# ---- design 1 ----
Figure 1. Port wiring (design 1).
Scale: 4 px per um.
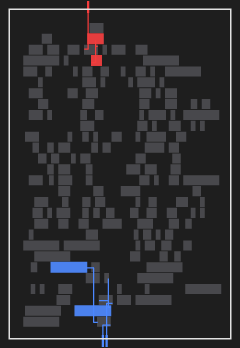

==> src/rtl/power_reset_pkg.sv <==
// -----------------------------------------------------------------------------
// power_reset_pkg
// Shared definitions for the power/reset sequencer slice:
//   - pwrState_t   : sequencer FSM state encodings (OFF..FAULT)
//   - resetCause_t : encodings reported on ResetCause
//   - DEF_*        : default tick counts for the sequencing timer
// No ports (package).
// -----------------------------------------------------------------------------
package power_reset_pkg;

  typedef enum logic [2:0] {
    ST_OFF   = 3'd0,
    ST_PWRUP = 3'd1,
    ST_ON    = 3'd2,
    ST_RESET = 3'd3,
    ST_PWRDN = 3'd4,
    ST_FAULT = 3'd5
  } pwrState_t;

  typedef enum logic [1:0] {
    CAUSE_NONE   = 2'd0,
    CAUSE_BUTTON = 2'd1,
    CAUSE_WDOG   = 2'd2,
    CAUSE_FAULT  = 2'd3
  } resetCause_t;

  localparam int DEF_PWRUP_TICKS  = 16;  // 125 ms ticks (2 s)
  localparam int DEF_PWRDN_TICKS  = 40;  // 125 ms ticks (5 s)
  localparam int DEF_RST_TICKS    = 4;   // 16 ms ticks (~64 ms)
  localparam int DEF_FAULT_HOLD_S = 3;   // 1 s ticks
  localparam int DEF_TMR_W        = 8;

endpackage

==> src/rtl/power_reset_sequencer_timer.sv <==
// -----------------------------------------------------------------------------
// seq_tick_timer
// Loadable saturating down-counter shared by every timed phase of the
// sequencer. The owner chooses which strobe drives Tick in each state.
// Ports:
//   SlowClock  in          32,768 Hz clock
//   MainReset  in          asynchronous reset, active-high (count -> 0)
//   Load       in          load LoadValue this cycle (wins over Tick)
//   LoadValue  in  TMR_W   value to load
//   Tick       in          decrement strobe (ignored once count is 0)
//   Zero       out         count == 0
// -----------------------------------------------------------------------------
module seq_tick_timer #(
  parameter int TMR_W = 8
) (
  input  logic             SlowClock,
  input  logic             MainReset,
  input  logic             Load,
  input  logic [TMR_W-1:0] LoadValue,
  input  logic             Tick,
  output logic             Zero
);

  logic [TMR_W-1:0] countR;

  // Count register: load has priority, decrement saturates at zero.
  always_ff @(posedge SlowClock or posedge MainReset) begin
    if (MainReset) begin
      countR <= {TMR_W{1'b0}};
    end else if (Load) begin
      countR <= LoadValue;
    end else if (Tick && (countR != {TMR_W{1'b0}})) begin
      countR <= countR - {{(TMR_W-1){1'b0}}, 1'b1};
    end else begin
      countR <= countR;
    end
  end

  assign Zero = (countR == {TMR_W{1'b0}});

endmodule

==> src/rtl/power_reset_sequencer.sv <==
// -----------------------------------------------------------------------------
// power_reset_sequencer
// Arbitrates power-button, reset-button and watchdog requests onto the board
// power-supply enable and the chipset reset line, timing each phase off the
// shared 16 ms / 125 ms / 1 s strobes. All outputs are registered.
// Build option: define WDT_RESET_EN to act on WatchDogReset rising edges;
// without it the port is present but ignored.
// Ports:
//   SlowClock       in     32,768 Hz clock
//   MainReset       in     asynchronous reset, active-high
//   Strobe16ms      in     1-cycle pulse every 16 ms
//   Strobe125ms     in     1-cycle pulse every 125 ms
//   Strobe1s        in     1-cycle pulse every 1 s
//   PowerInterrupt  in     1-cycle power-button event
//   ResetInterrupt  in     1-cycle reset-button event
//   WatchDogReset   in     watchdog reset request (level)
//   PowerGood       in     supply power-good (synchronised)
//   PsOn            out    power-supply enable
//   SysResetOut     out    chipset reset, active-high
//   State           out 3  current FSM state
//   ResetCause      out 2  0 none, 1 button, 2 watchdog, 3 power fault
//   PendingOff      out    power-off queued while in RESET
// -----------------------------------------------------------------------------
module power_reset_sequencer
  import power_reset_pkg::*;
#(
  parameter int PWRUP_TICKS  = DEF_PWRUP_TICKS,
  parameter int PWRDN_TICKS  = DEF_PWRDN_TICKS,
  parameter int RST_TICKS    = DEF_RST_TICKS,
  parameter int FAULT_HOLD_S = DEF_FAULT_HOLD_S,
  parameter int TMR_W        = DEF_TMR_W
) (
  input  logic       SlowClock,
  input  logic       MainReset,
  input  logic       Strobe16ms,
  input  logic       Strobe125ms,
  input  logic       Strobe1s,
  input  logic       PowerInterrupt,
  input  logic       ResetInterrupt,
  input  logic       WatchDogReset,
  input  logic       PowerGood,
  output logic       PsOn,
  output logic       SysResetOut,
  output logic [2:0] State,
  output logic [1:0] ResetCause,
  output logic       PendingOff
);

  localparam logic [TMR_W-1:0] PWRUP_LOAD = TMR_W'(PWRUP_TICKS);
  localparam logic [TMR_W-1:0] PWRDN_LOAD = TMR_W'(PWRDN_TICKS);
  localparam logic [TMR_W-1:0] RST_LOAD   = TMR_W'(RST_TICKS);
  localparam logic [TMR_W-1:0] FAULT_LOAD = TMR_W'(FAULT_HOLD_S);

  pwrState_t        stateR;
  pwrState_t        nextStateS;
  resetCause_t      causeR;
  resetCause_t      nextCauseS;
  logic             pendingR;
  logic             nextPendingS;
  logic             psOnR;
  logic             sysRstR;
  logic             loadS;
  logic [TMR_W-1:0] loadValS;
  logic             tickS;
  logic             timerZeroS;
  logic             wdEdgeS;

`ifdef WDT_RESET_EN
  logic wdPrevR;

  // One-stage history of the watchdog level for rising-edge detection.
  always_ff @(posedge SlowClock or posedge MainReset) begin
    if (MainReset) begin
      wdPrevR <= 1'b0;
    end else begin
      wdPrevR <= WatchDogReset;
    end
  end

  assign wdEdgeS = WatchDogReset & ~wdPrevR;
`else
  logic unusedWatchDogS;
  assign unusedWatchDogS = WatchDogReset;
  assign wdEdgeS         = 1'b0;
`endif

  seq_tick_timer #(.TMR_W(TMR_W)) uTimer (
    .SlowClock (SlowClock),
    .MainReset (MainReset),
    .Load      (loadS),
    .LoadValue (loadValS),
    .Tick      (tickS),
    .Zero      (timerZeroS)
  );

  // Next-state, timer control and next output values.
  always_comb begin
    nextStateS   = stateR;
    nextCauseS   = causeR;
    nextPendingS = pendingR;
    loadS        = 1'b0;
    loadValS     = {TMR_W{1'b0}};
    tickS        = 1'b0;
    case (stateR)
      ST_OFF: begin
        nextPendingS = 1'b0;
        if (PowerInterrupt) begin
          nextStateS = ST_PWRUP;
          loadS      = 1'b1;
          loadValS   = PWRUP_LOAD;
        end else begin
          nextStateS = ST_OFF;
        end
      end
      ST_PWRUP: begin
        tickS = Strobe125ms;
        // PowerGood is checked first so it wins over a coincident expiry.
        if (PowerGood) begin
          nextStateS = ST_ON;
        end else if (timerZeroS) begin
          nextStateS = ST_FAULT;
          nextCauseS = CAUSE_FAULT;
          loadS      = 1'b1;
          loadValS   = FAULT_LOAD;
        end else begin
          nextStateS = ST_PWRUP;
        end
      end
      ST_ON: begin
        if (!PowerGood) begin
          nextStateS = ST_FAULT;
          nextCauseS = CAUSE_FAULT;
          loadS      = 1'b1;
          loadValS   = FAULT_LOAD;
        end else if (PowerInterrupt) begin
          nextStateS = ST_PWRDN;
          nextCauseS = CAUSE_BUTTON;
          loadS      = 1'b1;
          loadValS   = PWRDN_LOAD;
        end else if (wdEdgeS) begin
          nextStateS = ST_RESET;
          nextCauseS = CAUSE_WDOG;
          loadS      = 1'b1;
          loadValS   = RST_LOAD;
        end else if (ResetInterrupt) begin
          nextStateS = ST_RESET;
          nextCauseS = CAUSE_BUTTON;
          loadS      = 1'b1;
          loadValS   = RST_LOAD;
        end else begin
          nextStateS = ST_ON;
        end
      end
      ST_RESET: begin
        tickS = Strobe16ms;
        if (!PowerGood) begin
          nextStateS   = ST_FAULT;
          nextPendingS = 1'b0;
          loadS        = 1'b1;
          loadValS     = FAULT_LOAD;
        end else if (timerZeroS) begin
          // A power request landing on the final cycle is still honoured.
          if (pendingR || PowerInterrupt) begin
            nextStateS   = ST_PWRDN;
            nextPendingS = 1'b0;
            loadS        = 1'b1;
            loadValS     = PWRDN_LOAD;
          end else begin
            nextStateS = ST_ON;
          end
        end else if (PowerInterrupt) begin
          nextStateS   = ST_RESET;
          nextPendingS = 1'b1;
        end else begin
          nextStateS = ST_RESET;
        end
      end
      ST_PWRDN: begin
        tickS = Strobe125ms;
        if (!PowerGood) begin
          nextStateS = ST_OFF;
        end else if (timerZeroS) begin
          nextStateS = ST_FAULT;
          nextCauseS = CAUSE_FAULT;
          loadS      = 1'b1;
          loadValS   = FAULT_LOAD;
        end else begin
          nextStateS = ST_PWRDN;
        end
      end
      ST_FAULT: begin
        tickS = Strobe1s;
        if (timerZeroS) begin
          nextStateS = ST_OFF;
        end else begin
          nextStateS = ST_FAULT;
        end
      end
      default: begin
        // Encodings 6/7 fall back to OFF on the next edge.
        nextStateS   = ST_OFF;
        nextPendingS = 1'b0;
      end
    endcase
  end

  // State, cause and registered pin drivers (derived from the next state).
  always_ff @(posedge SlowClock or posedge MainReset) begin
    if (MainReset) begin
      stateR   <= ST_OFF;
      causeR   <= CAUSE_NONE;
      pendingR <= 1'b0;
      psOnR    <= 1'b0;
      sysRstR  <= 1'b0;
    end else begin
      stateR   <= nextStateS;
      causeR   <= nextCauseS;
      pendingR <= nextPendingS;
      psOnR    <= (nextStateS == ST_PWRUP) || (nextStateS == ST_ON) ||
                  (nextStateS == ST_RESET);
      sysRstR  <= (nextStateS == ST_RESET);
    end
  end

  assign PsOn        = psOnR;
  assign SysResetOut = sysRstR;
  assign State       = stateR;
  assign ResetCause  = causeR;
  assign PendingOff  = pendingR;

endmodule

==> config.mk <==
export PLATFORM = sky130hd
export DESIGN_NAME = power_reset_sequencer
export DESIGN_NICKNAME = d
export VERILOG_FILES = /design/src/rtl/power_reset_pkg.sv /design/src/rtl/power_reset_sequencer_timer.sv /design/src/rtl/power_reset_sequencer.sv
export SDC_FILE = /design/constraint.sdc
export NUM_CORES = 1
export LEC_CHECK = 0
export CAP_MARGIN = 30
export CELL_PAD_IN_SITES_DETAIL_PLACEMENT = 1
export CELL_PAD_IN_SITES_GLOBAL_PLACEMENT = 2
export CORE_AREA = 2 2 53 80
export DETAILED_ROUTE_END_ITERATION = 12
export DIE_AREA = 0 0 55 82
export GPL_ROUTABILITY_DRIVEN = 1
export PLACE_DENSITY_LB_ADDON = 0.1
export SLEW_MARGIN = 10
export SYNTH_ARGS = -nofsm -noshare
export SYNTH_HDL_FRONTEND = slang
export SYNTH_HIERARCHICAL = 1
export SYNTH_SLANG_ARGS = --single-unit
==> constraint.sdc <==
create_clock -name SlowClock -period 3.65 [get_ports SlowClock]
set_input_delay 1.095 -clock SlowClock [delete_from_list [all_inputs] [get_ports SlowClock]]
set_output_delay 1.095 -clock SlowClock [all_outputs]
set_load 0.005 [all_outputs]
# ---- design 2 ----
**src/rtl/mcpu_vram_sched.sv**
```systemverilog
// VRAM access scheduler: shares the GPU's single host VRAM port between the CPU
// and a constant-byte fill engine using a 3-state sequencer and round-robin arbitration.
module mcpu_vram_sched #(
    parameter bit FILL_BLANK_ONLY = 1'b0
) (
    input  logic        clk,
    input  logic        reset,
    input  logic        display_on,
    input  logic        cpu_req,
    input  logic        cpu_we,
    input  logic [12:0] cpu_addr,
    input  logic [7:0]  cpu_wdata,
    output logic        cpu_ack,
    output logic [7:0]  cpu_rdata,
    input  logic        fill_start,
    input  logic [12:0] fill_addr,
    input  logic [13:0] fill_len,
    input  logic [7:0]  fill_value,
    output logic        fill_busy,
    output logic        fill_done,
    output logic [12:0] vram_addr,
    output logic        vram_re,
    output logic        vram_we,
    output logic [7:0]  vram_wdata,
    input  logic [7:0]  vram_rdata
);

    typedef enum logic [1:0] {ST_IDLE, ST_ACCESS, ST_DONE} state_t;

    state_t      state;
    logic        last_fill;
    logic        grant_fill;
    logic [12:0] f_addr;
    logic [13:0] f_cnt;
    logic [7:0]  f_value;
    logic        fill_cand;

    assign fill_cand = fill_busy && (!FILL_BLANK_ONLY || !display_on);

    always_ff @(posedge clk or posedge reset) begin
        if (reset) begin
            state      <= ST_IDLE;
            last_fill  <= 1'b1;
            grant_fill <= 1'b0;
            f_addr     <= '0;
            f_cnt      <= '0;
            f_value    <= '0;
            vram_addr  <= '0;
            vram_re    <= 1'b0;
            vram_we    <= 1'b0;
            vram_wdata <= '0;
            cpu_ack    <= 1'b0;
            cpu_rdata  <= '0;
            fill_busy  <= 1'b0;
            fill_done  <= 1'b0;
        end else begin
            cpu_ack   <= 1'b0;
            fill_done <= 1'b0;

            // Start can never coincide with a fill count update: one needs busy=0, the other busy=1.
            if (fill_start && !fill_busy && fill_len != 14'd0) begin
                f_addr    <= fill_addr;
                f_cnt     <= fill_len;
                f_value   <= fill_value;
                fill_busy <= 1'b1;
            end

            case (state)
                ST_IDLE: begin
                    if (cpu_req && (!fill_cand || last_fill)) begin
                        vram_addr  <= cpu_addr;
                        vram_we    <= cpu_we;
                        vram_re    <= !cpu_we;
                        vram_wdata <= cpu_wdata;
                        grant_fill <= 1'b0;
                        last_fill  <= 1'b0;
                        state      <= ST_ACCESS;
                    end else if (fill_cand) begin
                        vram_addr  <= f_addr;
                        vram_we    <= 1'b1;
                        vram_re    <= 1'b0;
                        vram_wdata <= f_value;
                        grant_fill <= 1'b1;
                        last_fill  <= 1'b1;
                        state      <= ST_ACCESS;
                    end
                end
                ST_ACCESS: begin
                    vram_we <= 1'b0;
                    vram_re <= 1'b0;
                    state   <= ST_DONE;
                    if (grant_fill) begin
                        f_addr <= f_addr + 13'd1;
                        f_cnt  <= f_cnt - 14'd1;
                        if (f_cnt == 14'd1) begin
                            fill_done <= 1'b1;
                            fill_busy <= 1'b0;
                        end
                    end else begin
                        cpu_ack <= 1'b1;
                        if (vram_re)
                            cpu_rdata <= vram_rdata;
                    end
                end
                ST_DONE: state <= ST_IDLE;
                default: state <= ST_IDLE;
            endcase
        end
    end

endmodule
```
**config.mk**
```make
export PLATFORM = sky130hd
export DESIGN_NAME = mcpu_vram_sched
export DESIGN_NICKNAME = d
export VERILOG_FILES = /design/src/rtl/mcpu_vram_sched.sv
export SDC_FILE = /design/constraint.sdc
export NUM_CORES = 1
export LEC_CHECK = 0
export CAP_MARGIN = 20
export CORE_MARGIN = 3
export CORE_UTILIZATION = 50
export CTS_BUF_LIST = sky130_fd_sc_hd__clkbuf_8
export DETAILED_ROUTE_END_ITERATION = 12
export PLACE_DENSITY_LB_ADDON = 0.05
export SETUP_SLACK_MARGIN = 0.05
export SYNTH_ARGS = -nofsm -noshare
export SYNTH_HDL_FRONTEND = slang
export SYNTH_SLANG_ARGS = --single-unit
```
**constraint.sdc**
```tcl
create_clock -name clk -period 7.9 [get_ports clk]
set_clock_uncertainty 0.1 [all_clocks]
set_input_delay 2.37 -clock clk [delete_from_list [all_inputs] [get_ports clk]]
set_output_delay 2.37 -clock clk [all_outputs]
set_load 0.02 [all_outputs]
```
Figure 2. Cell area per tile (design 1).
Scale: 4 px per um. The die is cut into 6 by 8 equal tiles; dark blue is low, red is high, 0 to 100% covered.
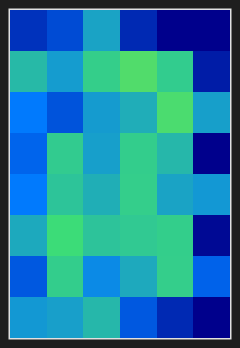
The mean over all tiles is 31%. The densest ninth of the die: middle. The fullest tile reaches 53%.
core area: 3850 um2
final core utilization: 0.372
Starting Density: 0.310

Figure 3. M1 wires (design 1).
Scale: 6 px per um. Supply wires on this layer in grey. Cells faint in the background.
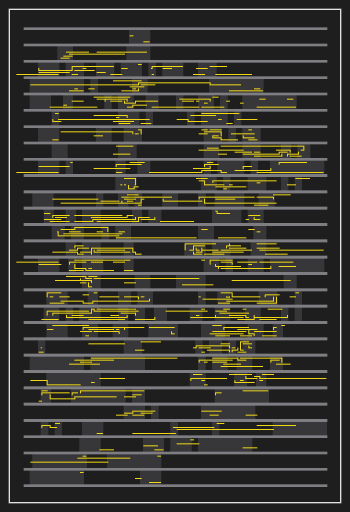
153 nets have wire on it. The layer holds 40% of the routed length. The wires run mostly horizontal. The layer carries 1360 um of wire. The longest straight run is 17.9 um.

## Picture notes: Figure 1
Strobe125ms: drawn in red, bits 1, direction input, edge top, end cells 2, buffers 1, wire 17.2 um. ResetCause: drawn in blue, bits 2, direction output, edge bottom, end cells 2, buffers 2, wire 40.7 um.

==> results.toml, design 1 <==
# flow metrics
[setup_path]
setup.worst_path.start = "Strobe125ms"
path_buffers = 1
r2r-start = "uTimer/countR[0]$_DFFE_PP0P_"
critPathCaptureType = "flop"

[global_route]
gr-usage-met2 = 0.331
busiest_layer = "met2"

[final_timing]
tns_ps = 0
period_used_share = 0.874

[synthesis]
top_cells_by_area = "dfrtp_1 (33%), nor2_1 (4.1%), inv_1 (3.5%), nand2_1 (3.1%), o211ai_1 (3.1%)"
top_area_frac = 0.335
ys_sh_mux = 0.0262
synthTopCellsByCount = "dfrtp_1 (16), nor2_1 (13), inv_1 (11), nand2_1 (10), o21ai_0 (7)"
syn-mean-instance-area_um2 = 8.54
largest_area_cell = "dfrtp_1"

[drt]
drt-wirelength-per-cell_um = 16.9

[clock_tree]
clock_latency_ps = 250
clock-root-buffer = "clkbuf_8"
cts_buffer_depth = 2

[placed_design]
place.gp.congestion = 0.822

[job]
log.warning_count = 28

[floorplanning]
ioPinCount = 17
chip_area_um2 = 4510

[layout]
comb_area_um2 = 679
nNetsFinal = 169
seq_cell_count = 16
seq_area_frac = 0.279

[outcome]
status = "completed"
Figure 4. Cell placement (design 2).
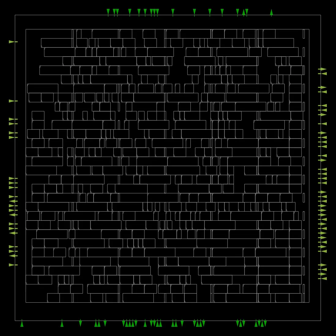
Site Rows: 30
post-layout instance count excluding filler cells: 538

==> results.toml, design 2 <==
# flow metrics
[power_and_ir_drop]
peakVddDrop_mv = 0.232
power.density_nw_per_um2 = 326

[outcome]
status = "completed"

[synthesis]
top_area_frac = 0.495
synth-main-ff-cell = "dfrtp_1"
synth.yosys.seq_area_share = 0.502
ys_ff = 73
synth_cell_types = 60
syn-cell-area_um2 = 3640
adder_share = 0.0103
top_cells_by_area = "dfrtp_1 (50%), mux2i_1 (6.1%), nor2_1 (5.2%), mux2_2 (5.0%), a21oi_1 (4.3%)"

[clock_tree]
postCtsHoldBufs = 0

[placed_design]
post_dp_cell_area_um2 = 4720
place_ws_ps = 3460

[final_timing]
fin_hold_ws_ps = 391
tightest_slew_ps = 982
final_hold_viol_count = 0

[drt]
num_vias = 2997
finalWirelength_um = 8770
postRouteAntennaNets = 0

[layout]
nClkBuffers = 10
fillers = 533
seq_area_frac = 0.370
comb_area_um2 = 1700
signal_buffers = 106

[setup_path]
endpoint = "f_cnt[2]$_DFF_PP0_"
r2r-start = "state[1]$_DFFE_PP0P_"
slowest_stage = "clkdlybuf4s50_1"
max_stage_delay_ps = 540

[global_route]
gr-usage-met2 = 0.344
grt_use_met3 = 0.0439

[worst_hold_path]
holdPathEnd = "cpu_ack$_DFF_PP0_"
min_path_type = "flop to flop"

[floorplanning]
floorplan.core_util = 0.527
die_h_um = 91.3

# ---- design 3 ----
Figure 5. Drive-strength map (design 3).
Scale: 4 px per um.
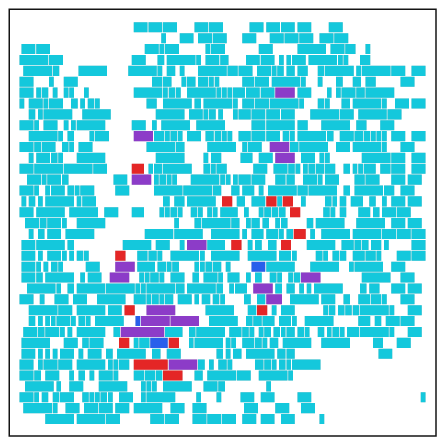

$ cat config.mk
export PLATFORM = sky130hd
export DESIGN_NAME = store_merge_unit
export DESIGN_NICKNAME = d
export VERILOG_FILES = /design/src/rtl/store_merge_unit.sv
export SDC_FILE = /design/constraint.sdc
export NUM_CORES = 1
export LEC_CHECK = 0
export CAP_MARGIN = 10
export CORE_MARGIN = 2
export CORE_UTILIZATION = 45
export CTS_CLUSTER_DIAMETER = 120
export CTS_CLUSTER_SIZE = 10
export DETAILED_ROUTE_END_ITERATION = 12
export PLACE_DENSITY = 0.82
export SLEW_MARGIN = 20
export SYNTH_ARGS = -nofsm -noshare
export SYNTH_HDL_FRONTEND = slang
export SYNTH_SLANG_ARGS = --single-unit
$ cat constraint.sdc
create_clock -name clk -period 2.35 [get_ports clk]
set_input_delay 0.47 -clock clk [delete_from_list [all_inputs] [get_ports clk]]
set_output_delay 0.47 -clock clk [all_outputs]
set_load 0.03 [all_outputs]
$ cat src/rtl/store_merge_unit.sv
// Store path between register read port and word-organized data memory: word stores
// write directly, byte/halfword stores read-merge-write. Optional macro STORE_ALIGN_CHECK_EN.
module store_merge_unit #(
  parameter int MEM_LATENCY = 1
) (
  input  logic        clk,
  input  logic        reset,
  input  logic        start,
  input  logic [1:0]  size,
  input  logic [31:0] addr,
  input  logic [31:0] rt_data,
  input  logic [31:0] mem_rdata,
  output logic [31:0] mem_addr,
  output logic [31:0] mem_wdata,
  output logic        mem_we,
  output logic        busy,
  output logic        done,
  output logic        misaligned
);

  localparam logic [2:0] S_IDLE  = 3'd0;
  localparam logic [2:0] S_READ  = 3'd1;
  localparam logic [2:0] S_WAIT  = 3'd2;
  localparam logic [2:0] S_WRITE = 3'd3;
  localparam logic [2:0] S_DONE  = 3'd4;
`ifdef STORE_ALIGN_CHECK_EN
  localparam logic [2:0] S_ERR   = 3'd5;
`endif
  localparam logic [2:0] WAIT_INIT = 3'(MEM_LATENCY - 1);

  logic [2:0]  state_r;
  logic [2:0]  next_s;
  logic [2:0]  cnt_r;
  logic [1:0]  size_r;
  logic [1:0]  off_r;
  logic [31:0] data_r;
  logic [31:0] mem_addr_r;
  logic [31:0] mem_wdata_r;
  logic        mem_we_r;
  logic        busy_r;
  logic        done_r;
  logic        reject_s;
  logic        sub_word_s;

  // Little-endian merge of the latched store data into the word read from memory.
  function automatic logic [31:0] merge_word(input logic [1:0] sz, input logic [1:0] off,
                                             input logic [31:0] data, input logic [31:0] old);
    logic [31:0] w;
    w = old;
    case (sz)
      2'b01: begin
        if (off[1]) w[31:16] = data[15:0];
        else        w[15:0]  = data[15:0];
      end
      2'b10: begin
        case (off)
          2'b00:   w[7:0]   = data[7:0];
          2'b01:   w[15:8]  = data[7:0];
          2'b10:   w[23:16] = data[7:0];
          2'b11:   w[31:24] = data[7:0];
          default: w = old;
        endcase
      end
      default: w = data;
    endcase
    return w;
  endfunction

  // Request classification and next-state selection.
  always_comb begin
`ifdef STORE_ALIGN_CHECK_EN
    reject_s = ((size == 2'b00) && (addr[1:0] != 2'b00)) ||
               ((size == 2'b01) && addr[0]) || (size == 2'b11);
`else
    reject_s = 1'b0;
`endif
    sub_word_s = (size == 2'b01) || (size == 2'b10);
    next_s = S_IDLE;
    case (state_r)
      S_IDLE: begin
        if (!start)         next_s = S_IDLE;
`ifdef STORE_ALIGN_CHECK_EN
        else if (reject_s)  next_s = S_ERR;
`endif
        else if (sub_word_s) next_s = S_READ;
        else                next_s = S_WRITE;
      end
      S_READ:  next_s = S_WAIT;
      S_WAIT: begin
        if (cnt_r == 3'd0) next_s = S_WRITE;
        else               next_s = S_WAIT;
      end
      S_WRITE: next_s = S_DONE;
      S_DONE:  next_s = S_IDLE;
      default: next_s = S_IDLE;
    endcase
  end

`ifdef STORE_ALIGN_CHECK_EN
  logic misaligned_r;
  assign misaligned = misaligned_r;
`else
  assign misaligned = 1'b0;
`endif

  // State, request latch and registered outputs (decoded from the next state).
  always_ff @(posedge clk) begin
    if (!reset) begin
      state_r     <= S_IDLE;
      cnt_r       <= 3'd0;
      size_r      <= 2'b00;
      off_r       <= 2'b00;
      data_r      <= 32'h0000_0000;
      mem_addr_r  <= 32'h0000_0000;
      mem_wdata_r <= 32'h0000_0000;
      mem_we_r    <= 1'b0;
      busy_r      <= 1'b0;
      done_r      <= 1'b0;
`ifdef STORE_ALIGN_CHECK_EN
      misaligned_r <= 1'b0;
`endif
    end else begin
      state_r  <= next_s;
      mem_we_r <= (next_s == S_WRITE);
      busy_r   <= (next_s != S_IDLE);
      done_r   <= (next_s == S_DONE);
`ifdef STORE_ALIGN_CHECK_EN
      misaligned_r <= (next_s == S_ERR);
`endif
      if ((state_r == S_IDLE) && start && !reject_s) begin
        size_r      <= size;
        off_r       <= addr[1:0];
        data_r      <= rt_data;
        mem_addr_r  <= {addr[31:2], 2'b00};
        mem_wdata_r <= rt_data;
      end
      if (state_r == S_READ) begin
        cnt_r <= WAIT_INIT;
      end else if (state_r == S_WAIT) begin
        if (cnt_r == 3'd0) mem_wdata_r <= merge_word(size_r, off_r, data_r, mem_rdata);
        else               cnt_r <= cnt_r - 3'd1;
      end
    end
  end

  assign mem_addr  = mem_addr_r;
  assign mem_wdata = mem_wdata_r;
  assign mem_we    = mem_we_r;
  assign busy      = busy_r;
  assign done      = done_r;

endmodule

# ---- design 4 ----
--- src/rtl/tx_pu_ctrl_if.sv ---
// tx_pu_ctrl_if: power-up request and TX front-end enable/status bundle
interface tx_pu_ctrl_if;
    logic pu_tx;
    logic rdy_tx;
    logic en_bias;
    logic en_lo;
    logic en_pa;
    logic busy;
    modport master (output pu_tx, input rdy_tx, en_bias, en_lo, en_pa, busy);
    modport slave (input pu_tx, output rdy_tx, en_bias, en_lo, en_pa, busy);
endinterface

--- src/rtl/tx_pu_ctrl.sv ---
// tx_pu_ctrl: timed TX power-up sequencer (bias -> LO -> PA) with ordered ramp-down
module tx_pu_ctrl #(
    parameter int T_BIAS = 16,
    parameter int T_LO   = 32,
    parameter int T_PA   = 8,
    parameter int T_OFF  = 4,
    parameter int CW     = 8
) (
    input  logic clk,
    input  logic rst_n,
    tx_pu_ctrl_if.slave bus
);
    typedef enum logic [2:0] {OFF, BIAS, LO, PA, READY, RAMPDN} state_t;
    localparam logic [CW-1:0] BIAS_END = CW'(T_BIAS - 1);
    localparam logic [CW-1:0] LO_END   = CW'(T_LO - 1);
    localparam logic [CW-1:0] PA_END   = CW'(T_PA - 1);
    localparam logic [CW-1:0] OFF_END  = CW'(T_OFF - 1);
    state_t state, state_n;
    logic [CW-1:0] cnt, cnt_n;
    logic pu_m, pu_s;
    // two-flop synchronizer for the asynchronous request level
    always_ff @(posedge clk or negedge rst_n) begin
        if (!rst_n) begin
            pu_m <= 1'b0;
            pu_s <= 1'b0;
        end else begin
            pu_m <= bus.pu_tx;
            pu_s <= pu_m;
        end
    end
    // next state and dwell counter; a dropped request beats counter expiry
    always_comb begin
        state_n = state;
        case (state)
            OFF:     state_n = pu_s ? BIAS : OFF;
            BIAS:    state_n = !pu_s ? RAMPDN : (cnt == BIAS_END) ? LO : BIAS;
            LO:      state_n = !pu_s ? RAMPDN : (cnt == LO_END) ? PA : LO;
            PA:      state_n = !pu_s ? RAMPDN : (cnt == PA_END) ? READY : PA;
            READY:   state_n = !pu_s ? RAMPDN : READY;
            RAMPDN:  state_n = (cnt == OFF_END) ? OFF : RAMPDN;
            default: state_n = OFF;
        endcase
        cnt_n = (state_n != state) ? '0 :
                (state inside {BIAS, LO, PA, RAMPDN}) ? cnt + CW'(1) : cnt;
    end
    // state, counter and registered enable decode
    always_ff @(posedge clk or negedge rst_n) begin
        if (!rst_n) begin
            state       <= OFF;
            cnt         <= '0;
            bus.en_bias <= 1'b0;
            bus.en_lo   <= 1'b0;
            bus.en_pa   <= 1'b0;
            bus.rdy_tx  <= 1'b0;
            bus.busy    <= 1'b0;
        end else begin
            state       <= state_n;
            cnt         <= cnt_n;
            bus.en_bias <= state_n != OFF;
            bus.en_lo   <= state_n inside {LO, PA, READY, RAMPDN};
            bus.en_pa   <= state_n inside {PA, READY};
            bus.rdy_tx  <= state_n == READY;
            bus.busy    <= state_n inside {BIAS, LO, PA, RAMPDN};
        end
    end
endmodule

--- src/flat_wrapper.sv ---
// flat-port wrapper written by rule: the top's interface ports become plain ports
module tx_pu_ctrl_flat 
#(
    parameter int T_BIAS = 16,
    parameter int T_LO   = 32,
    parameter int T_PA   = 8,
    parameter int T_OFF  = 4,
    parameter int CW     = 8
)
  (clk, rst_n, bus_pu_tx, bus_rdy_tx, bus_en_bias, bus_en_lo, bus_en_pa, bus_busy);
  tx_pu_ctrl_if bus_i ();
  input  logic clk;
  input  logic rst_n;
  input wire logic [$bits(bus_i.pu_tx)-1:0] bus_pu_tx;
  output wire logic [$bits(bus_i.rdy_tx)-1:0] bus_rdy_tx;
  output wire logic [$bits(bus_i.en_bias)-1:0] bus_en_bias;
  output wire logic [$bits(bus_i.en_lo)-1:0] bus_en_lo;
  output wire logic [$bits(bus_i.en_pa)-1:0] bus_en_pa;
  output wire logic [$bits(bus_i.busy)-1:0] bus_busy;
  assign bus_i.pu_tx = bus_pu_tx;
  assign bus_rdy_tx = bus_i.rdy_tx;
  assign bus_en_bias = bus_i.en_bias;
  assign bus_en_lo = bus_i.en_lo;
  assign bus_en_pa = bus_i.en_pa;
  assign bus_busy = bus_i.busy;
  tx_pu_ctrl #(.T_BIAS(T_BIAS), .T_LO(T_LO), .T_PA(T_PA), .T_OFF(T_OFF), .CW(CW)) u_core (.clk(clk), .rst_n(rst_n), .bus(bus_i));
endmodule
--- config.mk ---
export PLATFORM = sky130hd
export DESIGN_NAME = tx_pu_ctrl_flat
export DESIGN_NICKNAME = d
export VERILOG_FILES = /design/src/rtl/tx_pu_ctrl_if.sv /design/src/rtl/tx_pu_ctrl.sv /design/src/flat_wrapper.sv
export SDC_FILE = /design/constraint.sdc
export NUM_CORES = 1
export LEC_CHECK = 0
export CORE_MARGIN = 1
export CORE_UTILIZATION = 40
export DETAILED_ROUTE_END_ITERATION = 12
export SLEW_MARGIN = 20
export SYNTH_ARGS = -nofsm -noshare
export SYNTH_HDL_FRONTEND = slang
export SYNTH_SLANG_ARGS = --single-unit
--- constraint.sdc ---
create_clock -name clk -period 3.2 [get_ports clk]
set_clock_uncertainty 0.1 [all_clocks]
set_input_delay 0.64 -clock clk [delete_from_list [all_inputs] [get_ports clk]]
set_output_delay 0.64 -clock clk [all_outputs]
set_load 0.02 [all_outputs]
# ---- design 5 ----
$ cat src/rtl/cpu_types_pkg.sv
// cpu_types_pkg: shared CPU type definitions.
//   regbits_t : register-number field of an instruction (5 bits).
//   hzst_t    : state of the pipeline hazard controller FSM.
package cpu_types_pkg;

  localparam int REG_W = 5;

  typedef logic [REG_W-1:0] regbits_t;

  // Hazard controller states.
  //   RUN      : normal issue, per-cycle hazard resolution
  //   MEM_WAIT : data access outstanding, whole pipeline frozen
  //   DRAIN    : one-cycle flush after a halt reaches EX/MEM
  //   HALTED   : pipeline drained, left only through reset
  typedef enum logic [1:0] {
    RUN      = 2'd0,
    MEM_WAIT = 2'd1,
    DRAIN    = 2'd2,
    HALTED   = 2'd3
  } hzst_t;

endpackage

$ cat src/rtl/load_use_detect.sv
// load_use_detect: pure combinational load-use hazard compare.
// Flags when the instruction in EX is a load whose destination register
// is a source of the instruction in ID.
//   idex_dMemREN  : EX instruction is a load
//   idex_writeReg : destination register of the EX instruction
//   ifid_rs       : rs field of the ID instruction
//   ifid_rt       : rt field of the ID instruction
//   ifid_uses_rt  : ID instruction actually reads rt
//   load_use      : hazard present
module load_use_detect
  import cpu_types_pkg::*;
(
  input  logic     idex_dMemREN,
  input  regbits_t idex_writeReg,
  input  regbits_t ifid_rs,
  input  regbits_t ifid_rt,
  input  logic     ifid_uses_rt,
  output logic     load_use
);

  logic rs_match;
  logic rt_match;

  assign rs_match = (idex_writeReg == ifid_rs);
  assign rt_match = ifid_uses_rt && (idex_writeReg == ifid_rt);

  // $zero is never a real dependency, so a load into r0 never stalls.
  assign load_use = idex_dMemREN && (idex_writeReg != '0) && (rs_match || rt_match);

endmodule

$ cat src/rtl/pipe_hazard_ctrl.sv
// pipe_hazard_ctrl: central stall/flush controller of the five-stage pipeline.
// Drives writeEN/flush of the IF/ID, ID/EX, EX/MEM latches, writeEN of MEM/WB
// and pc_en, from fetch/data handshakes, load-use, EX redirects and halt.
//
// Latch-control handshake: a latch loads its input on a rising edge when its
// writeEN=1; when flush=1 together with writeEN=1 it loads a bubble instead.
// writeEN=0 holds the latch regardless of flush.
//
// Ports:
//   CLK, nRST                    : clock, asynchronous active-low reset
//   ihit, dhit                   : fetch / data access complete this cycle
//   ifid_rs, ifid_rt,
//   ifid_uses_rt                 : source operands of the ID instruction
//   idex_dMemREN, idex_writeReg  : load flag / destination of EX instruction
//   exmem_dMemREN, exmem_dMemWEN : memory op in EX/MEM
//   exmem_Halt                   : halt in EX/MEM
//   ex_redirect                  : taken branch / jump resolved in EX
//   pc_en, *_writeEN, *_flush    : latch controls (combinational)
//   halted                       : pipeline drained after halt
//   stall_cycles                 : saturating count of pc_en=0 cycles
//   hz_state                     : current FSM state (debug)
module pipe_hazard_ctrl
  import cpu_types_pkg::*;
#(
  parameter int CNT_W = 16
) (
  input  logic             CLK,
  input  logic             nRST,
  input  logic             ihit,
  input  logic             dhit,
  input  regbits_t         ifid_rs,
  input  regbits_t         ifid_rt,
  input  logic             ifid_uses_rt,
  input  logic             idex_dMemREN,
  input  regbits_t         idex_writeReg,
  input  logic             exmem_dMemREN,
  input  logic             exmem_dMemWEN,
  input  logic             exmem_Halt,
  input  logic             ex_redirect,
  output logic             pc_en,
  output logic             ifid_writeEN,
  output logic             ifid_flush,
  output logic             idex_writeEN,
  output logic             idex_flush,
  output logic             exmem_writeEN,
  output logic             exmem_flush,
  output logic             memwb_writeEN,
  output logic             halted,
  output logic [CNT_W-1:0] stall_cycles,
  output hzst_t            hz_state
);

  hzst_t            state;
  hzst_t            state_next;
  logic [CNT_W-1:0] cnt;
  logic             load_use;
  logic             mem_wait;

  load_use_detect u_load_use_detect (
    .idex_dMemREN  (idex_dMemREN),
    .idex_writeReg (idex_writeReg),
    .ifid_rs       (ifid_rs),
    .ifid_rt       (ifid_rt),
    .ifid_uses_rt  (ifid_uses_rt),
    .load_use      (load_use)
  );

  assign mem_wait     = (exmem_dMemREN || exmem_dMemWEN) && !dhit;
  assign stall_cycles = cnt;
  assign hz_state     = state;

  always_ff @(posedge CLK or negedge nRST) begin
    if (!nRST) begin
      state <= RUN;
      cnt   <= '0;
    end else begin
      state <= state_next;
      // HALTED cycles are idle, not stalls, so they are not counted.
      if (!pc_en && (state != HALTED) && (cnt != {CNT_W{1'b1}})) begin
        cnt <= cnt + CNT_W'(1);
      end
    end
  end

  always_comb begin
    state_next    = state;
    pc_en         = 1'b1;
    ifid_writeEN  = 1'b1;
    ifid_flush    = 1'b0;
    idex_writeEN  = 1'b1;
    idex_flush    = 1'b0;
    exmem_writeEN = 1'b1;
    exmem_flush   = 1'b0;
    memwb_writeEN = 1'b1;
    halted        = 1'b0;

    unique case (state)
      RUN, MEM_WAIT: begin
        if (mem_wait) begin
          // Freeze everything; any redirect or load-use stays in its latch
          // and is resolved on the cycle dhit arrives.
          state_next    = MEM_WAIT;
          pc_en         = 1'b0;
          ifid_writeEN  = 1'b0;
          idex_writeEN  = 1'b0;
          exmem_writeEN = 1'b0;
          memwb_writeEN = 1'b0;
        end else begin
          state_next = RUN;
          if (exmem_Halt) begin
            state_next  = DRAIN;
            pc_en       = 1'b0;
            ifid_flush  = 1'b1;
            idex_flush  = 1'b1;
            exmem_flush = 1'b1;
          end else if (ex_redirect) begin
            // Kill the two wrong-path instructions in IF/ID and ID/EX.
            ifid_flush = 1'b1;
            idex_flush = 1'b1;
          end else if (load_use) begin
            // Hold ID, inject one bubble into EX. Holding IF/ID wins over a
            // fetch-wait flush, which would otherwise destroy the held
            // instruction.
            pc_en        = 1'b0;
            ifid_writeEN = 1'b0;
            idex_flush   = 1'b1;
          end else if (!ihit) begin
            pc_en      = 1'b0;
            ifid_flush = 1'b1;
          end
        end
      end
      DRAIN: begin
        state_next  = HALTED;
        pc_en       = 1'b0;
        ifid_flush  = 1'b1;
        idex_flush  = 1'b1;
        exmem_flush = 1'b1;
      end
      HALTED: begin
        pc_en         = 1'b0;
        ifid_writeEN  = 1'b0;
        idex_writeEN  = 1'b0;
        exmem_writeEN = 1'b0;
        memwb_writeEN = 1'b0;
        halted        = 1'b1;
      end
      default: begin
        state_next = RUN;
      end
    endcase

    // Outputs are inactive for as long as reset is held.
    if (!nRST) begin
      pc_en         = 1'b0;
      ifid_writeEN  = 1'b0;
      ifid_flush    = 1'b0;
      idex_writeEN  = 1'b0;
      idex_flush    = 1'b0;
      exmem_writeEN = 1'b0;
      exmem_flush   = 1'b0;
      memwb_writeEN = 1'b0;
      halted        = 1'b0;
    end
  end

endmodule

$ cat config.mk
export PLATFORM = sky130hd
export DESIGN_NAME = pipe_hazard_ctrl
export DESIGN_NICKNAME = d
export VERILOG_FILES = /design/src/rtl/cpu_types_pkg.sv /design/src/rtl/load_use_detect.sv /design/src/rtl/pipe_hazard_ctrl.sv
export SDC_FILE = /design/constraint.sdc
export NUM_CORES = 1
export LEC_CHECK = 0
export CAP_MARGIN = 15
export CORE_AREA = 5 5 57 59
export DETAILED_ROUTE_END_ITERATION = 7
export DIE_AREA = 0 0 62 64
export PLACE_DENSITY = 0.81
export SYNTH_ARGS = -nofsm -noshare
export SYNTH_HDL_FRONTEND = slang
export SYNTH_SLANG_ARGS = --single-unit
export TNS_END_PERCENT = 10
$ cat constraint.sdc
create_clock -name CLK -period 4.1 [get_ports CLK]
set_input_delay 0.615 -clock CLK [delete_from_list [all_inputs] [get_ports CLK]]
set_output_delay 0.615 -clock CLK [all_outputs]
set_load 0.02 [all_outputs]
Figure 6. Cell area per tile (design 3).
Scale: 4 px per um. The die is cut into 11 by 11 equal tiles; dark blue is low, red is high, 0 to 100% covered.
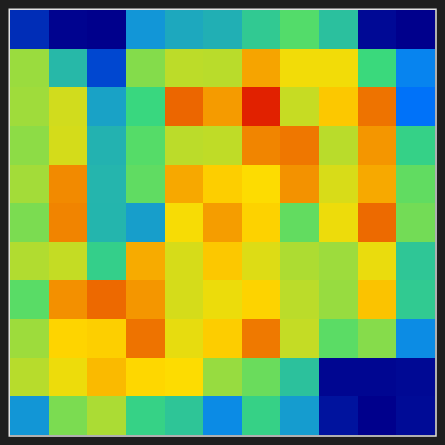
6.6% of the tiles are nearly empty. The mean over all tiles is 58%. 26% of the tiles are over 75% full. The fullest tile reaches 96%. The emptiest ninth of the die: bottom right.

Figure 7. Cell placement (design 3).
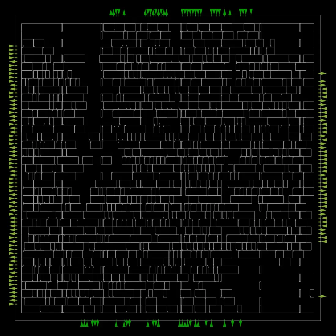
core area: 10200 um2
Site Rows: 37
flop count: 107
Seq/total area: 0.321

Notes on Figure 5 above:
_2 cells: drawn in blue, cells 3, share 0.41%. _0 and _1 cells: drawn in cyan, cells 705, share 95%, most used nand2_1. _6 and larger: drawn in purple, cells 16, share 2.2%, most used clkbuf_8. _3 and _4 cells: drawn in red, cells 15, share 2.0%, most used buf_4.
Signal buffers: 178
Finished Cell Area: 6680 um2
Layout area overhead: 41.8%
PnR worst setup slack: 264 ps

==> results.toml, design 3 <==
# flow metrics
[global_route]
busiest_layer = "met2"
grt_use_met3 = 0.0779

[worst_hold_path]
hold_path_depth = 2

[power_and_ir_drop]
maxPowerGroup = "sequential cells"
switchingPower_w = 0.00163
p_comb_w = 0.00150
seqPwrFrac = 0.444

[layout]
buffer_area_frac = 0.269
nNetsFinal = 839
drive_gt1_frac = 0.0460

[synthesis]
synthTopCellsByCount = "nand2_1 (178), dfxtp_1 (107), a21oi_1 (79), buf_2 (21), o21ai_0 (17)"
top_cells_by_area = "dfxtp_1 (45%), nand2_1 (14%), a21oi_1 (8.4%), mux2i_1 (3.4%), buf_2 (2.2%)"
top_area_frac = 0.455

[outcome]
status = "completed"

[setup_path]
crit_cells = 5
setup.worst_path.start = "size_r[0]$_SDFFE_PN0P_"
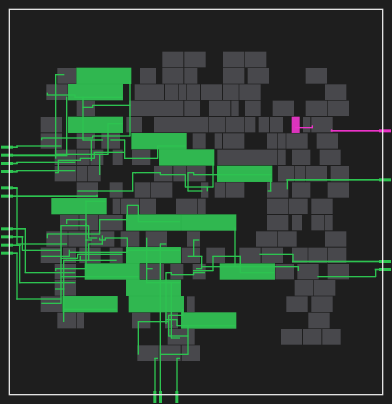
Figure 8: design 5, port wiring.
Scale: 6 px per um.
idex_flush: drawn in magenta, bits 1, direction output, edge right, end cells 1, buffers 1, wire 11.3 um. stall_cycles: drawn in green, bits 16, direction output, edge 10 left, 3 bottom, 3 right, end cells 16, buffers 16, wire 714 um.

==> results.toml, design 5 <==
# flow metrics
[layout]
area_growth_pct = 51.2
logic_gate_count = 79
final_cells = 187

[worst_hold_path]
hp-start = "stall_cycles[15]$_DFFE_PN0P_"

[setup_path]
critPathCaptureType = "output pin"
endpoint = "ifid_flush"
rr_endpoint = "stall_cycles[1]$_DFFE_PN0P_"
crit_type = "primary input to output pin"
crit_family = "buffers and inverters"
path_buffers = 2
cp-start-kind = "primary input"
setup.worst_path.start = "idex_writeReg[1]"

[drt]
drc = 0
postRouteAntennaNets = 0
viasPerCell = 5.21

[final_timing]
fin_crit_ps = 3550

[synthesis]
top_cells_by_area = "dfrtp_1 (41%), xnor2_1 (12%), xor2_1 (8.0%), nand3_2 (3.7%), and3_1 (3.4%)"
synthCells = 105
simple_gate_share = 0.222
synth-edff-count = 0
adder_share = 0.0115
logic_family = "simple AND/OR/NAND/NOR gates"
synth.yosys.seq_area_share = 0.412

[clock_tree]
cts-resized-gates = 0

[placed_design]
place.gp.congestion = 0.702

[power_and_ir_drop]
leakagePower_nw = 0.658
power.density_nw_per_um2 = 286

[outcome]
status = "completed"

[global_route]
grtUsageTotal = 0.145
Figure 9. Cell placement (design 4).
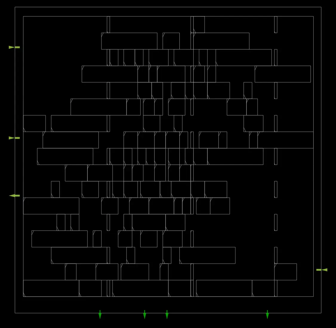
Site Rows: 17
fillers: 214
flop count: 18
final core utilization: 0.474

Figure 10. Cell area per tile (design 4).
Scale: 8 px per um. The die is cut into 10 by 10 equal tiles; dark blue is low, red is high, 0 to 100% covered.
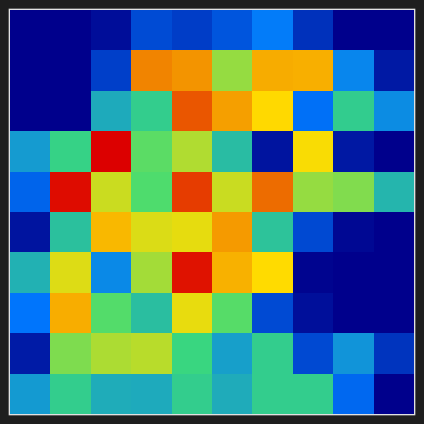
The densest ninth of the die: middle. 17% of the tiles are nearly empty. The mean over all tiles is 40%. 17% of the tiles are over 75% full. The fullest tile reaches 100%.

==> results.toml, design 4 <==
# flow metrics
[layout]
fin_area_um2 = 1050
clk_share = 0.0215
nClkBuffers = 3
dominant_cells = "sequential cells"
largest_reg_flops = 8

[setup_path]
slowest_stage = "or4b_1"
path_buffers = 0
critPathCaptureType = "flop"

[clock_tree]
htree_levels = 1
path_clk_slew_ps = 100

[synthesis]
yosys_area_um2 = 941
synth.yosys.seq_area_share = 0.479

[final_timing]
tightest_slew_ps = 780
setup_ws_ps = 785
final_hold_viol_count = 0
fmax_ghz = 0.414
grt_setup_unrepaired = "no"

[floorplanning]
ioPinCount = 8
die_h_um = 50.5

[power_and_ir_drop]
power.density_nw_per_um2 = 774
switching_share = 0.400

[outcome]
status = "completed"

[drt]
drc = 0
viasPerCell = 5.37

[placed_design]
portBuffers = 7


==> screenshots <==
M1 wires.
image #1
Scale: 12 px per um. Supply wires on this layer in grey. Cells faint in the background.
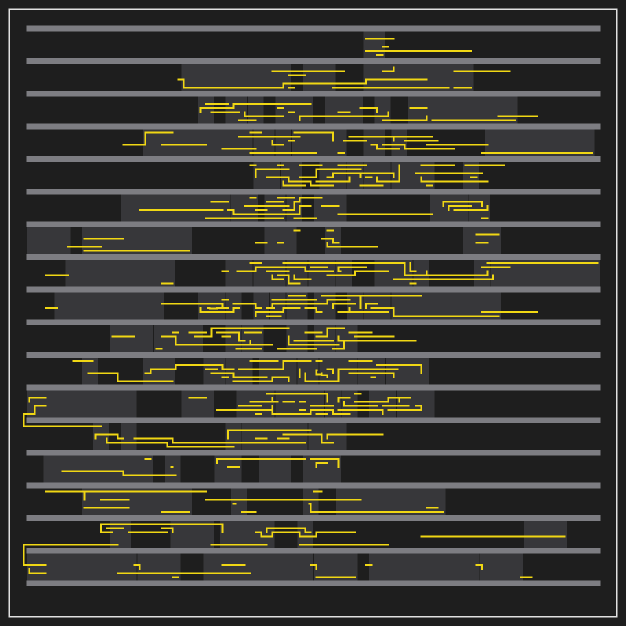
image #2
Scale: 10 px per um. Supply wires on this layer in grey. Cells faint in the background.
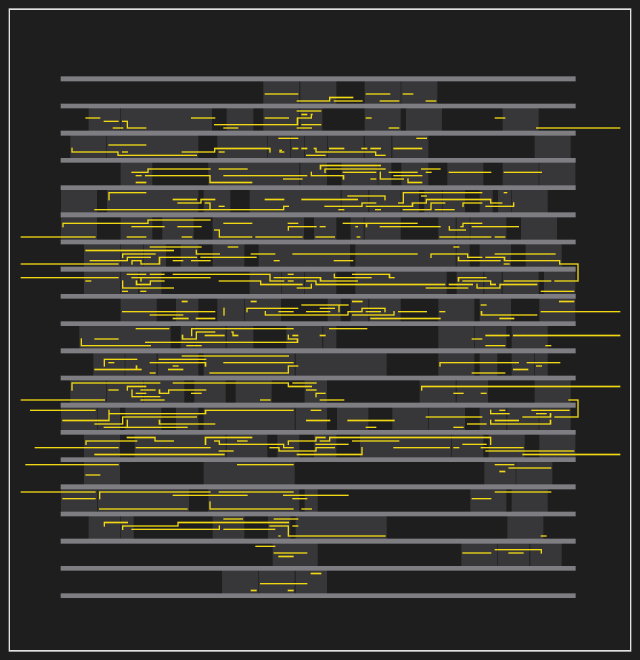
image #3
Scale: 6 px per um. Supply wires on this layer in grey. Cells faint in the background.
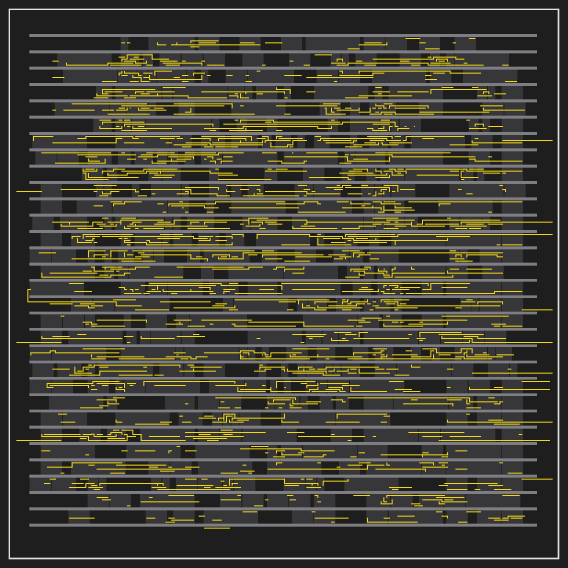
image #4
Scale: 6 px per um. Supply wires on this layer in grey. Cells faint in the background.
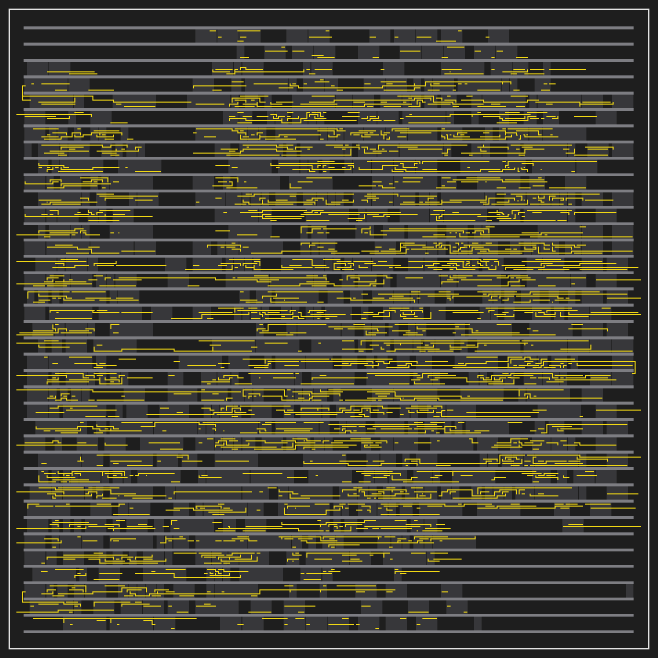
Of these, largest die: image #4
- design 5 = image #2
- design 2 = image #3
- design 4 = image #1
- design 3 = image #4

Key to image #1:
103 nets have wire on it. The layer carries 837 um of wire.

